=== pwm_capture_flat ===
Fig. 1: pwm_capture_flat, congestion heat map
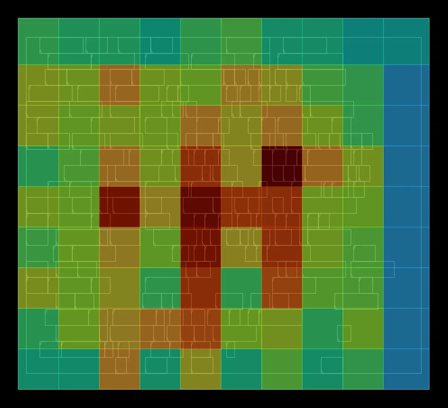

--- src/rtl/pwm_capture_if.sv ---
// pwm_capture_if
//   Bundles the sample tick, the PWM input and the measurement results of
//   pwm_capture so the capture block and its driver share one port.
//   Ports (signals):
//     clock_enable  one-clock sample tick from the prescaler
//     pwm_in        asynchronous PWM input
//     high_time     ticks sampled high in the last measured cycle
//     period        ticks in the last measured cycle
//     valid         one-clock pulse when high_time/period update
//     stuck         1 = last report was a timeout (no edges)
//   master drives the tick and the pin; slave is the capture block.
interface pwm_capture_if #(
  parameter int COUNT_WIDTH = 8
);
  logic                   clock_enable;
  logic                   pwm_in;
  logic [COUNT_WIDTH-1:0] high_time;
  logic [COUNT_WIDTH-1:0] period;
  logic                   valid;
  logic                   stuck;

  modport master (
    output clock_enable,
    output pwm_in,
    input  high_time,
    input  period,
    input  valid,
    input  stuck
  );

  modport slave (
    input  clock_enable,
    input  pwm_in,
    output high_time,
    output period,
    output valid,
    output stuck
  );
endinterface

--- src/rtl/pwm_capture.sv ---
// pwm_capture
//   Measures an external PWM waveform on the prescaler sample tick and
//   reports high time and period in ticks once per PWM cycle. A constant
//   input is flagged by a period-counter timeout.
//   Ports:
//     clock  system clock, all logic on its rising edge
//     reset  synchronous, active-high
//     cap    pwm_capture_if slave: clock_enable, pwm_in in;
//            high_time, period, valid, stuck out
//
//   state     | meaning
//   ----------+-----------------------------------------------------------
//   ST_SYNC   | waiting for the first rise after reset or a timeout
//   ST_HIGH   | inside the high phase of a cycle, counting high ticks
//   ST_LOW    | inside the low phase, waiting for the closing rise
module pwm_capture #(
  parameter int COUNT_WIDTH = 8
) (
  input logic          clock,
  input logic          reset,
  pwm_capture_if.slave cap
);

  localparam logic [1:0] ST_SYNC = 2'd0;
  localparam logic [1:0] ST_HIGH = 2'd1;
  localparam logic [1:0] ST_LOW  = 2'd2;

  localparam logic [COUNT_WIDTH-1:0] CNT_MAX = {COUNT_WIDTH{1'b1}};
  localparam logic [COUNT_WIDTH-1:0] CNT_ONE = COUNT_WIDTH'(1);

  logic [1:0]             sync_q;
  logic                   prev_q,      prev_d;
  logic [1:0]             state_q,     state_d;
  logic [COUNT_WIDTH-1:0] hcnt_q,      hcnt_d;
  logic [COUNT_WIDTH-1:0] pcnt_q,      pcnt_d;
  logic [COUNT_WIDTH-1:0] high_time_q, high_time_d;
  logic [COUNT_WIDTH-1:0] period_q,    period_d;
  logic                   valid_q,     valid_d;
  logic                   stuck_q,     stuck_d;

  logic s;
  logic rise;
  logic timeout;

  assign s       = sync_q[1];
  assign rise    = ~prev_q & s;
  // A rise arriving with pcnt at MAX still closes a normal measurement.
  assign timeout = ~rise & (pcnt_q == CNT_MAX);

  always_comb begin
    state_d     = state_q;
    prev_d      = prev_q;
    hcnt_d      = hcnt_q;
    pcnt_d      = pcnt_q;
    high_time_d = high_time_q;
    period_d    = period_q;
    stuck_d     = stuck_q;
    valid_d     = 1'b0;

    if (cap.clock_enable) begin
      prev_d = s;
      if (timeout) begin
        high_time_d = s ? CNT_MAX : '0;
        period_d    = CNT_MAX;
        stuck_d     = 1'b1;
        valid_d     = 1'b1;
        hcnt_d      = '0;
        pcnt_d      = '0;
        state_d     = ST_SYNC;
      end else begin
        case (state_q)
          ST_SYNC: begin
            if (rise) begin
              state_d = ST_HIGH;
              hcnt_d  = CNT_ONE;
              pcnt_d  = CNT_ONE;
            end else begin
              pcnt_d = pcnt_q + CNT_ONE;
            end
          end
          ST_HIGH: begin
            if (s) begin
              hcnt_d = hcnt_q + CNT_ONE;
              pcnt_d = pcnt_q + CNT_ONE;
            end else begin
              state_d = ST_LOW;
              pcnt_d  = pcnt_q + CNT_ONE;
            end
          end
          ST_LOW: begin
            if (rise) begin
              high_time_d = hcnt_q;
              period_d    = pcnt_q;
              stuck_d     = 1'b0;
              valid_d     = 1'b1;
              hcnt_d      = CNT_ONE;
              pcnt_d      = CNT_ONE;
              state_d     = ST_HIGH;
            end else begin
              pcnt_d = pcnt_q + CNT_ONE;
            end
          end
          default: begin
            state_d = ST_SYNC;
            hcnt_d  = '0;
            pcnt_d  = '0;
          end
        endcase
      end
    end
  end

  always_ff @(posedge clock) begin
    if (reset) begin
      sync_q      <= 2'b00;
      // Starting high means a pin already high at release is not a rise.
      prev_q      <= 1'b1;
      state_q     <= ST_SYNC;
      hcnt_q      <= '0;
      pcnt_q      <= '0;
      high_time_q <= '0;
      period_q    <= '0;
      valid_q     <= 1'b0;
      stuck_q     <= 1'b0;
    end else begin
      sync_q      <= {sync_q[0], cap.pwm_in};
      prev_q      <= prev_d;
      state_q     <= state_d;
      hcnt_q      <= hcnt_d;
      pcnt_q      <= pcnt_d;
      high_time_q <= high_time_d;
      period_q    <= period_d;
      valid_q     <= valid_d;
      stuck_q     <= stuck_d;
    end
  end

  assign cap.high_time = high_time_q;
  assign cap.period    = period_q;
  assign cap.valid     = valid_q;
  assign cap.stuck     = stuck_q;

endmodule

--- src/flat_wrapper.sv ---
// flat-port wrapper written by rule: the top's interface ports become plain ports
module pwm_capture_flat 
#(
  parameter int COUNT_WIDTH = 8
)
  (clock, reset, cap_clock_enable, cap_pwm_in, cap_high_time, cap_period, cap_valid, cap_stuck);
  pwm_capture_if #(.COUNT_WIDTH(COUNT_WIDTH)) cap_i ();
  input logic clock;
  input logic reset;
  input wire logic [$bits(cap_i.clock_enable)-1:0] cap_clock_enable;
  input wire logic [$bits(cap_i.pwm_in)-1:0] cap_pwm_in;
  output wire logic [$bits(cap_i.high_time)-1:0] cap_high_time;
  output wire logic [$bits(cap_i.period)-1:0] cap_period;
  output wire logic [$bits(cap_i.valid)-1:0] cap_valid;
  output wire logic [$bits(cap_i.stuck)-1:0] cap_stuck;
  assign cap_i.clock_enable = cap_clock_enable;
  assign cap_i.pwm_in = cap_pwm_in;
  assign cap_high_time = cap_i.high_time;
  assign cap_period = cap_i.period;
  assign cap_valid = cap_i.valid;
  assign cap_stuck = cap_i.stuck;
  pwm_capture #(.COUNT_WIDTH(COUNT_WIDTH)) u_core (.clock(clock), .reset(reset), .cap(cap_i));
endmodule
--- config.mk ---
export PLATFORM = sky130hd
export DESIGN_NAME = pwm_capture_flat
export DESIGN_NICKNAME = d
export VERILOG_FILES = /design/src/rtl/pwm_capture_if.sv /design/src/rtl/pwm_capture.sv /design/src/flat_wrapper.sv
export SDC_FILE = /design/constraint.sdc
export NUM_CORES = 1
export LEC_CHECK = 0
export ABC_CLOCK_PERIOD_IN_PS = 4800
export CORE_ASPECT_RATIO = 0.9
export CORE_UTILIZATION = 44
export DETAILED_ROUTE_END_ITERATION = 8
export PLACE_DENSITY = 0.65
export REMOVE_ABC_BUFFERS = 1
export SKIP_LAST_GASP = 1
export SLEW_MARGIN = 20
export SYNTH_ARGS = -nofsm -noshare
export SYNTH_HDL_FRONTEND = slang
export SYNTH_SLANG_ARGS = --single-unit
--- constraint.sdc ---
create_clock -name clock -period 4.8 [get_ports clock]
set_input_delay 1.2 -clock clock [delete_from_list [all_inputs] [get_ports clock]]
set_output_delay 1.2 -clock clock [all_outputs]
set_load 0.02 [all_outputs]
=== cm_vga_timing_gen ===
File: src/rtl/cm_vga_timing_gen_pkg.sv
// Shared constants for the VGA timing generator: datapath widths, standard mode
// timings (640x480, 800x600, 1024x768) and a lookup helper returning a mode's porch set.
package cm_vga_timing_gen_pkg;

  // Datapath widths
  localparam int unsigned CounterWidth    = 11;
  localparam int unsigned DataWidth       = 12;
  localparam int unsigned BackPorchWidth  = 11;
  localparam int unsigned FrontPorchWidth = 11;

  typedef enum logic [1:0] {
    Mode640x480,
    Mode800x600,
    Mode1024x768
  } vga_mode_e;

  // 640x480 @ 60 Hz
  localparam int unsigned Mode640HTotal   = 800;
  localparam int unsigned Mode640HActive  = 640;
  localparam int unsigned Mode640HSyncGap = 16;
  localparam int unsigned Mode640HSyncLen = 96;
  localparam int unsigned Mode640VTotal   = 525;
  localparam int unsigned Mode640VActive  = 480;
  localparam int unsigned Mode640VSyncGap = 10;
  localparam int unsigned Mode640VSyncLen = 2;

  // 800x600 @ 60 Hz
  localparam int unsigned Mode800HTotal   = 1056;
  localparam int unsigned Mode800HActive  = 800;
  localparam int unsigned Mode800HSyncGap = 40;
  localparam int unsigned Mode800HSyncLen = 128;
  localparam int unsigned Mode800VTotal   = 628;
  localparam int unsigned Mode800VActive  = 600;
  localparam int unsigned Mode800VSyncGap = 1;
  localparam int unsigned Mode800VSyncLen = 4;

  // 1024x768 @ 60 Hz
  localparam int unsigned Mode1024HTotal   = 1344;
  localparam int unsigned Mode1024HActive  = 1024;
  localparam int unsigned Mode1024HSyncGap = 24;
  localparam int unsigned Mode1024HSyncLen = 136;
  localparam int unsigned Mode1024VTotal   = 806;
  localparam int unsigned Mode1024VActive  = 768;
  localparam int unsigned Mode1024VSyncGap = 3;
  localparam int unsigned Mode1024VSyncLen = 6;

  // Porch set as presented on the *_BackPorch (total) / *_FrontPorch (active) inputs
  typedef struct packed {
    logic [CounterWidth-1:0] h_tot;
    logic [CounterWidth-1:0] h_act;
    logic [CounterWidth-1:0] v_tot;
    logic [CounterWidth-1:0] v_act;
  } porch_set_t;

  function automatic porch_set_t mode_porch(input vga_mode_e mode);
    porch_set_t p;
    unique case (mode)
      Mode800x600: begin
        p.h_tot = CounterWidth'(Mode800HTotal);
        p.h_act = CounterWidth'(Mode800HActive);
        p.v_tot = CounterWidth'(Mode800VTotal);
        p.v_act = CounterWidth'(Mode800VActive);
      end
      Mode1024x768: begin
        p.h_tot = CounterWidth'(Mode1024HTotal);
        p.h_act = CounterWidth'(Mode1024HActive);
        p.v_tot = CounterWidth'(Mode1024VTotal);
        p.v_act = CounterWidth'(Mode1024VActive);
      end
      default: begin
        p.h_tot = CounterWidth'(Mode640HTotal);
        p.h_act = CounterWidth'(Mode640HActive);
        p.v_tot = CounterWidth'(Mode640VTotal);
        p.v_act = CounterWidth'(Mode640VActive);
      end
    endcase
    return p;
  endfunction

endpackage

File: src/rtl/cm_vga_timing_gen_axis.sv
// cm_axis_counter: one raster axis (H or V). Counts when adv_i is high, wrapping to 0
// after tot_i-1, and decodes the active area and sync window around the count.
// Ports:
//   clk_i, rst_ni  clock, async active-low reset
//   adv_i          advance enable
//   tot_i, act_i   total length and active length of the axis
//   cnt_o          current count
//   last_o         count is tot_i-1 (wraps on next advance)
//   active_o       count < act_i
//   sync_o         count in [act_i+SyncGap, act_i+SyncGap+SyncLen)
module cm_axis_counter #(
  parameter int unsigned Width   = 11,
  parameter int unsigned SyncGap = 16,
  parameter int unsigned SyncLen = 96
) (
  input  logic             clk_i,
  input  logic             rst_ni,
  input  logic             adv_i,
  input  logic [Width-1:0] tot_i,
  input  logic [Width-1:0] act_i,
  output logic [Width-1:0] cnt_o,
  output logic             last_o,
  output logic             active_o,
  output logic             sync_o
);

  typedef logic [Width-1:0] cnt_t;
  typedef logic [Width:0]   ext_t;

  cnt_t cnt_q, cnt_d;
  ext_t sync_lo, sync_hi;

  assign last_o = (cnt_q == tot_i - cnt_t'(1));

  always_comb begin
    cnt_d = cnt_q;
    if (adv_i) begin
      cnt_d = last_o ? '0 : cnt_q + cnt_t'(1);
    end
  end

  always_ff @(posedge clk_i or negedge rst_ni) begin
    if (!rst_ni) begin
      cnt_q <= '0;
    end else begin
      cnt_q <= cnt_d;
    end
  end

  // One extra bit so act+gap+len near the top of the range cannot wrap
  assign sync_lo  = ext_t'(act_i) + ext_t'(SyncGap);
  assign sync_hi  = sync_lo + ext_t'(SyncLen);
  assign active_o = (cnt_q < act_i);
  assign sync_o   = (ext_t'(cnt_q) >= sync_lo) && (ext_t'(cnt_q) < sync_hi);
  assign cnt_o    = cnt_q;

endmodule

File: src/rtl/cm_vga_timing_gen.sv
// VGA raster timing generator. Holds a shadow porch set that is only reloaded on the
// last pixel of a frame, drives pixel/line counters to the colour stage, and re-aligns
// the returned pixel with HS/VS/Frame_Start so all reach the pins 2 cycles after the
// counters.
// Ports:
//   clk, rst_n                    pixel clock, async active-low reset
//   H_BackPorch / V_BackPorch     requested H/V totals
//   H_FrontPorch / V_FrontPorch   requested H/V active sizes
//   Data_VGA                      pixel, one cycle after its counters
//   Counter_X/Y (+ _Valid)        current position and in-active flags
//   VGA_HS, VGA_VS, VGA_R/G/B     pin-aligned sync and blanked colour
//   Frame_Start                   pulse with pixel (0,0) at the pins
//   Cfg_Err                       pulse after a rejected porch capture
module cm_vga_timing_gen
  import cm_vga_timing_gen_pkg::*;
#(
  parameter int unsigned COUNTER_WIDTH    = CounterWidth,
  parameter int unsigned DATA_WIDTH       = DataWidth,
  parameter int unsigned BACKPORCH_WIDTH  = BackPorchWidth,
  parameter int unsigned FRONTPORCH_WIDTH = FrontPorchWidth,
  parameter int unsigned H_SYNC_GAP       = Mode640HSyncGap,
  parameter int unsigned H_SYNC_LEN       = Mode640HSyncLen,
  parameter int unsigned V_SYNC_GAP       = Mode640VSyncGap,
  parameter int unsigned V_SYNC_LEN       = Mode640VSyncLen,
  parameter logic        SYNC_ACTIVE      = 1'b0,
  parameter int unsigned H_TOTAL_RST      = Mode640HTotal,
  parameter int unsigned H_ACT_RST        = Mode640HActive,
  parameter int unsigned V_TOTAL_RST      = Mode640VTotal,
  parameter int unsigned V_ACT_RST        = Mode640VActive
) (
  input  logic                        clk,
  input  logic                        rst_n,
  input  logic [BACKPORCH_WIDTH-1:0]  H_BackPorch,
  input  logic [FRONTPORCH_WIDTH-1:0] H_FrontPorch,
  input  logic [BACKPORCH_WIDTH-1:0]  V_BackPorch,
  input  logic [FRONTPORCH_WIDTH-1:0] V_FrontPorch,
  input  logic [DATA_WIDTH-1:0]       Data_VGA,
  output logic [COUNTER_WIDTH-1:0]    Counter_X,
  output logic [COUNTER_WIDTH-1:0]    Counter_Y,
  output logic                        Counter_X_Valid,
  output logic                        Counter_Y_Valid,
  output logic                        VGA_HS,
  output logic                        VGA_VS,
  output logic [DATA_WIDTH/3-1:0]     VGA_R,
  output logic [DATA_WIDTH/3-1:0]     VGA_G,
  output logic [DATA_WIDTH/3-1:0]     VGA_B,
  output logic                        Frame_Start,
  output logic                        Cfg_Err
);

  localparam int unsigned CompW = DATA_WIDTH / 3;
  localparam int unsigned RgbW  = 3 * CompW;

  typedef logic [COUNTER_WIDTH-1:0] cnt_t;
  typedef logic [COUNTER_WIDTH:0]   ext_t;

  // Shadow porch set in use
  cnt_t h_tot_q, h_tot_d, h_act_q, h_act_d;
  cnt_t v_tot_q, v_tot_d, v_act_q, v_act_d;
  logic cfg_err_q, cfg_err_d;

  cnt_t h_cnt, v_cnt;
  logic h_last, v_last, h_active, v_active, h_sync, v_sync;
  logic frame_end, cfg_ok;

  cm_axis_counter #(
    .Width  (COUNTER_WIDTH),
    .SyncGap(H_SYNC_GAP),
    .SyncLen(H_SYNC_LEN)
  ) u_h_axis (
    .clk_i   (clk),
    .rst_ni  (rst_n),
    .adv_i   (1'b1),
    .tot_i   (h_tot_q),
    .act_i   (h_act_q),
    .cnt_o   (h_cnt),
    .last_o  (h_last),
    .active_o(h_active),
    .sync_o  (h_sync)
  );

  cm_axis_counter #(
    .Width  (COUNTER_WIDTH),
    .SyncGap(V_SYNC_GAP),
    .SyncLen(V_SYNC_LEN)
  ) u_v_axis (
    .clk_i   (clk),
    .rst_ni  (rst_n),
    .adv_i   (h_last),
    .tot_i   (v_tot_q),
    .act_i   (v_act_q),
    .cnt_o   (v_cnt),
    .last_o  (v_last),
    .active_o(v_active),
    .sync_o  (v_sync)
  );

  assign frame_end = h_last && v_last;

  // Sync window must fit inside the total; evaluated one bit wider than the counters
  always_comb begin
    cfg_ok = (H_FrontPorch != '0) && (V_FrontPorch != '0)
          && (ext_t'(H_FrontPorch) + ext_t'(H_SYNC_GAP) + ext_t'(H_SYNC_LEN)
              <= ext_t'(H_BackPorch))
          && (ext_t'(V_FrontPorch) + ext_t'(V_SYNC_GAP) + ext_t'(V_SYNC_LEN)
              <= ext_t'(V_BackPorch));
  end

  always_comb begin
    h_tot_d   = h_tot_q;
    h_act_d   = h_act_q;
    v_tot_d   = v_tot_q;
    v_act_d   = v_act_q;
    cfg_err_d = 1'b0;
    if (frame_end) begin
      if (cfg_ok) begin
        h_tot_d = cnt_t'(H_BackPorch);
        h_act_d = cnt_t'(H_FrontPorch);
        v_tot_d = cnt_t'(V_BackPorch);
        v_act_d = cnt_t'(V_FrontPorch);
      end else begin
        cfg_err_d = 1'b1;
      end
    end
  end

  always_ff @(posedge clk or negedge rst_n) begin
    if (!rst_n) begin
      h_tot_q   <= cnt_t'(H_TOTAL_RST);
      h_act_q   <= cnt_t'(H_ACT_RST);
      v_tot_q   <= cnt_t'(V_TOTAL_RST);
      v_act_q   <= cnt_t'(V_ACT_RST);
      cfg_err_q <= 1'b0;
    end else begin
      h_tot_q   <= h_tot_d;
      h_act_q   <= h_act_d;
      v_tot_q   <= v_tot_d;
      v_act_q   <= v_act_d;
      cfg_err_q <= cfg_err_d;
    end
  end

  // Stage 0: registered counter state, presented to the colour stage
  cnt_t cx_q, cy_q;
  logic xv_q, yv_q, hs0_q, vs0_q, fs0_q;
  // Stage 1: waits out the colour stage's one-cycle latency
  logic act1_q, hs1_q, vs1_q, fs1_q;
  // Output stage
  logic [RgbW-1:0] rgb_q;
  logic            hs_q, vs_q, fs_q;

  always_ff @(posedge clk or negedge rst_n) begin
    if (!rst_n) begin
      cx_q   <= '0;
      cy_q   <= '0;
      xv_q   <= 1'b0;
      yv_q   <= 1'b0;
      hs0_q  <= 1'b0;
      vs0_q  <= 1'b0;
      fs0_q  <= 1'b0;
      act1_q <= 1'b0;
      hs1_q  <= 1'b0;
      vs1_q  <= 1'b0;
      fs1_q  <= 1'b0;
      rgb_q  <= '0;
      hs_q   <= ~SYNC_ACTIVE;
      vs_q   <= ~SYNC_ACTIVE;
      fs_q   <= 1'b0;
    end else begin
      cx_q   <= h_cnt;
      cy_q   <= v_cnt;
      xv_q   <= h_active;
      yv_q   <= v_active;
      hs0_q  <= h_sync;
      vs0_q  <= v_sync;
      fs0_q  <= (h_cnt == '0) && (v_cnt == '0);
      act1_q <= xv_q && yv_q;
      hs1_q  <= hs0_q;
      vs1_q  <= vs0_q;
      fs1_q  <= fs0_q;
      rgb_q  <= act1_q ? Data_VGA[RgbW-1:0] : '0;
      hs_q   <= hs1_q ? SYNC_ACTIVE : ~SYNC_ACTIVE;
      vs_q   <= vs1_q ? SYNC_ACTIVE : ~SYNC_ACTIVE;
      fs_q   <= fs1_q;
    end
  end

  assign Counter_X       = cx_q;
  assign Counter_Y       = cy_q;
  assign Counter_X_Valid = xv_q;
  assign Counter_Y_Valid = yv_q;
  assign VGA_R           = rgb_q[RgbW-1 -: CompW];
  assign VGA_G           = rgb_q[RgbW-CompW-1 -: CompW];
  assign VGA_B           = rgb_q[CompW-1:0];
  assign VGA_HS          = hs_q;
  assign VGA_VS          = vs_q;
  assign Frame_Start     = fs_q;
  assign Cfg_Err         = cfg_err_q;

endmodule

File: config.mk
export PLATFORM = sky130hd
export DESIGN_NAME = cm_vga_timing_gen
export DESIGN_NICKNAME = d
export VERILOG_FILES = /design/src/rtl/cm_vga_timing_gen_pkg.sv /design/src/rtl/cm_vga_timing_gen_axis.sv /design/src/rtl/cm_vga_timing_gen.sv
export SDC_FILE = /design/constraint.sdc
export NUM_CORES = 1
export LEC_CHECK = 0
export CAP_MARGIN = 25
export CORE_ASPECT_RATIO = 0.6
export CORE_MARGIN = 2
export CORE_UTILIZATION = 58
export CTS_BUF_LIST = sky130_fd_sc_hd__clkbuf_8
export CTS_CLUSTER_DIAMETER = 60
export DETAILED_ROUTE_END_ITERATION = 12
export GPL_ROUTABILITY_DRIVEN = 1
export HOLD_SLACK_MARGIN = 0.08
export PLACE_DENSITY = 0.83
export SLEW_MARGIN = 10
export SYNTH_ARGS = -nofsm -noshare
export SYNTH_HDL_FRONTEND = slang
export SYNTH_HIERARCHICAL = 1
export SYNTH_SLANG_ARGS = --single-unit
File: constraint.sdc
create_clock -name clk -period 4.5 [get_ports clk]
set_clock_uncertainty 0.1 [all_clocks]
set_input_delay 1.125 -clock clk [delete_from_list [all_inputs] [get_ports clk]]
set_output_delay 1.125 -clock clk [all_outputs]
set_load 0.005 [all_outputs]
Fig. 2: pwm_capture_flat, sizing map
Scale: 6 px per um.
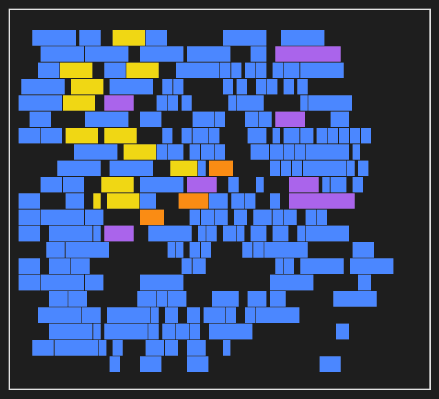
yellow -> x2  # cells 12
orange -> x3 and x4  # cells 3
blue -> x1 and smaller  # cells 186
purple -> x6 and larger  # cells 7
setup ws final: 1.60 ns
Finished Cell Area: 2130 um^2
nonclk buf count: 21
Area Overhead vs Synth: 16.6%

Notes on Fig. 1 above:
met3 Usage GRT: 4.96%
WL/cell: 16.2 um

==> results.json, pwm_capture_flat <==
{
  "outcome": "finished clean",
  "vias": 1557,
  "crit_end": "u_core.cap.period[4]",
  "clkCellAreaFrac_pct": 6.23,
  "cp_max_fo": 16,
  "cp_slowest_stage_delay_ns": 0.89,
  "rr_worst_depth": 5,
  "avgSynthCellArea_um2": 9.46,
  "p_comb_share_pct": 3.6,
  "max_slew.worst_pin.slew_ns": 0.828,
  "netSwitchingFraction_pct": 19.0,
  "p_seq_mw": 0.331,
  "rsz0062_at_grt": "no",
  "wl_met3_um": 263,
  "met2_usage_pct": 28.0,
  "pin_count": 22,
  "comb_share_pct": 43.4,
  "startpoint_type": "input pin",
  "cp-startpoint": "cap_clock_enable",
  "ys_seq_share_pct": 42.8,
  "ys_top_cells_by_count": "dfxtp_1 (39), a21oi_1 (22), o21ai_0 (18), nor3_1 (11), o2bb2ai_2 (10)",
  "numCtsBuffers": 5,
  "n_all_inverters": 6,
  "synth.distinct_cells": 41,
  "min_to": "u_core.sync_q[1]",
  "fp_util_pct": 47.6,
  "nMultiInputCombCells": 134,
  "top_power_group": "registers",
  "grt_pass1_wl_um": 6950
}
Fig. 3: cm_vga_timing_gen, sizing map
Scale: 3 px per um.
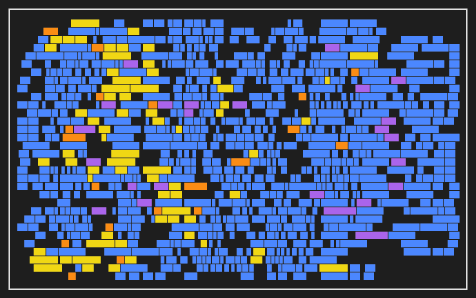
orange -> x3 and x4  # cells 19
blue -> x1 and smaller  # cells 768
yellow -> x2  # cells 68
purple -> x6 and larger  # cells 24
Area Overhead vs Synth: 20.1%
nonclk buf count: 104
Finished Cell Area: 9150 um^2
setup ws final: 0.473 ns

Fig. 4: cm_vga_timing_gen, congestion heat map
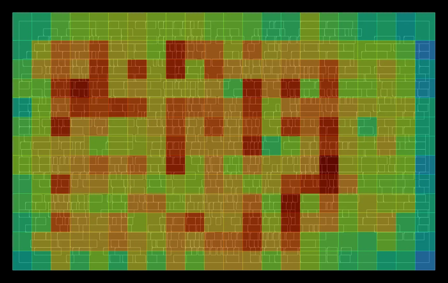
met1 usage: 42.8%
WL/cell: 18.3 um

==> results.json, cm_vga_timing_gen <==
{
  "outcome": "finished clean",
  "final_util_pct": 71.2,
  "cp_slowest_stage_delay_ns": 0.54,
  "path_clk_slew_ns": 0.07,
  "flop_area_um2": 2850,
  "numCtsBuffers": 17,
  "netlist.area_leader.share_pct": 32.2,
  "cp_data_required_time_ns": 4.71,
  "tap_cells": 170,
  "grt_antenna_before_repair": 0,
  "fillers": 899,
  "dpl.hpwl_um": 14800,
  "placed_area_um2": 8760,
  "startpoint_type": "input pin",
  "postCtsResizedCells": 0,
  "crit_end": "h_tot_q[10]",
  "min_to": "Frame_Start",
  "wl_met3_um": 1680
}

==> notes/layouts.md <==
Pictures saved along the way, in no particular order.

Layout detail.
panel A
Region (5, 35) to (30, 60) um. Cells in gray, sequential cells in the stronger gray; small squares are vias.
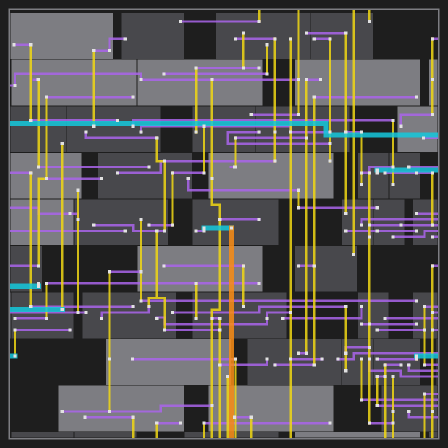
panel B
Region (26, 57) to (51, 82) um. Cells in gray, sequential cells in the stronger gray; small squares are vias.
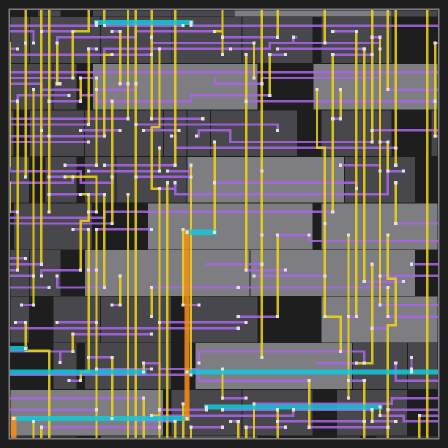
- pwm_capture_flat = panel A
- cm_vga_timing_gen = panel B

Key to panel B:
cyan -> M3
yellow -> M2
purple -> M1
orange -> M4
cells with their middle in the window = 40
sequential cells in the window = 10
netlist names of flops here include = h_tot_q (7), h_act_q (3)
most frequent = mux2_2 (10), dfrtp_1 (6), inv_1 (5)



==> notes/layouts.md <==
Pictures saved along the way, in no particular order.

Signal wires on met1.
image #1
Scale: 6 px per um.
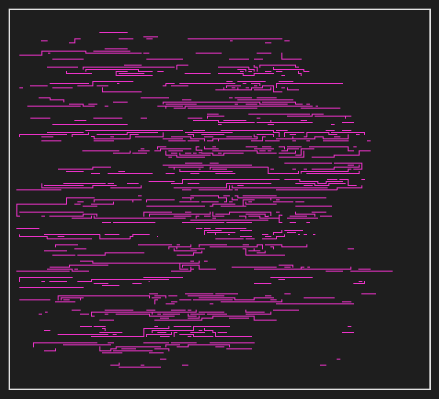
image #2
Scale: 4 px per um.
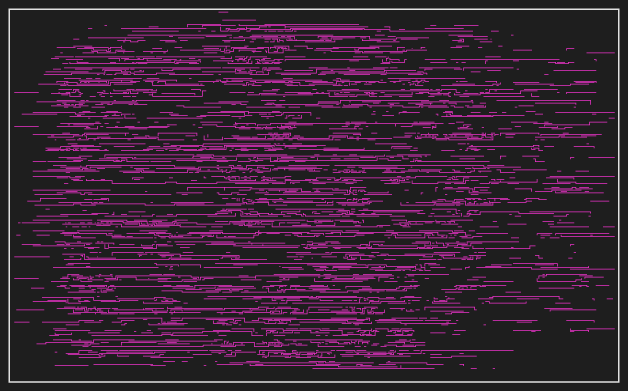
| from | picture |
|---|---|
| pwm_capture_flat | image #1 |
| cm_vga_timing_gen | image #2 |
Of these, largest die: image #2

Key to image #2:
wire length on this layer = 9540 um
nets with wire on the layer = 904
longest straight run = 43.2 um
share of all routed wire = 50%
main direction = horizontal

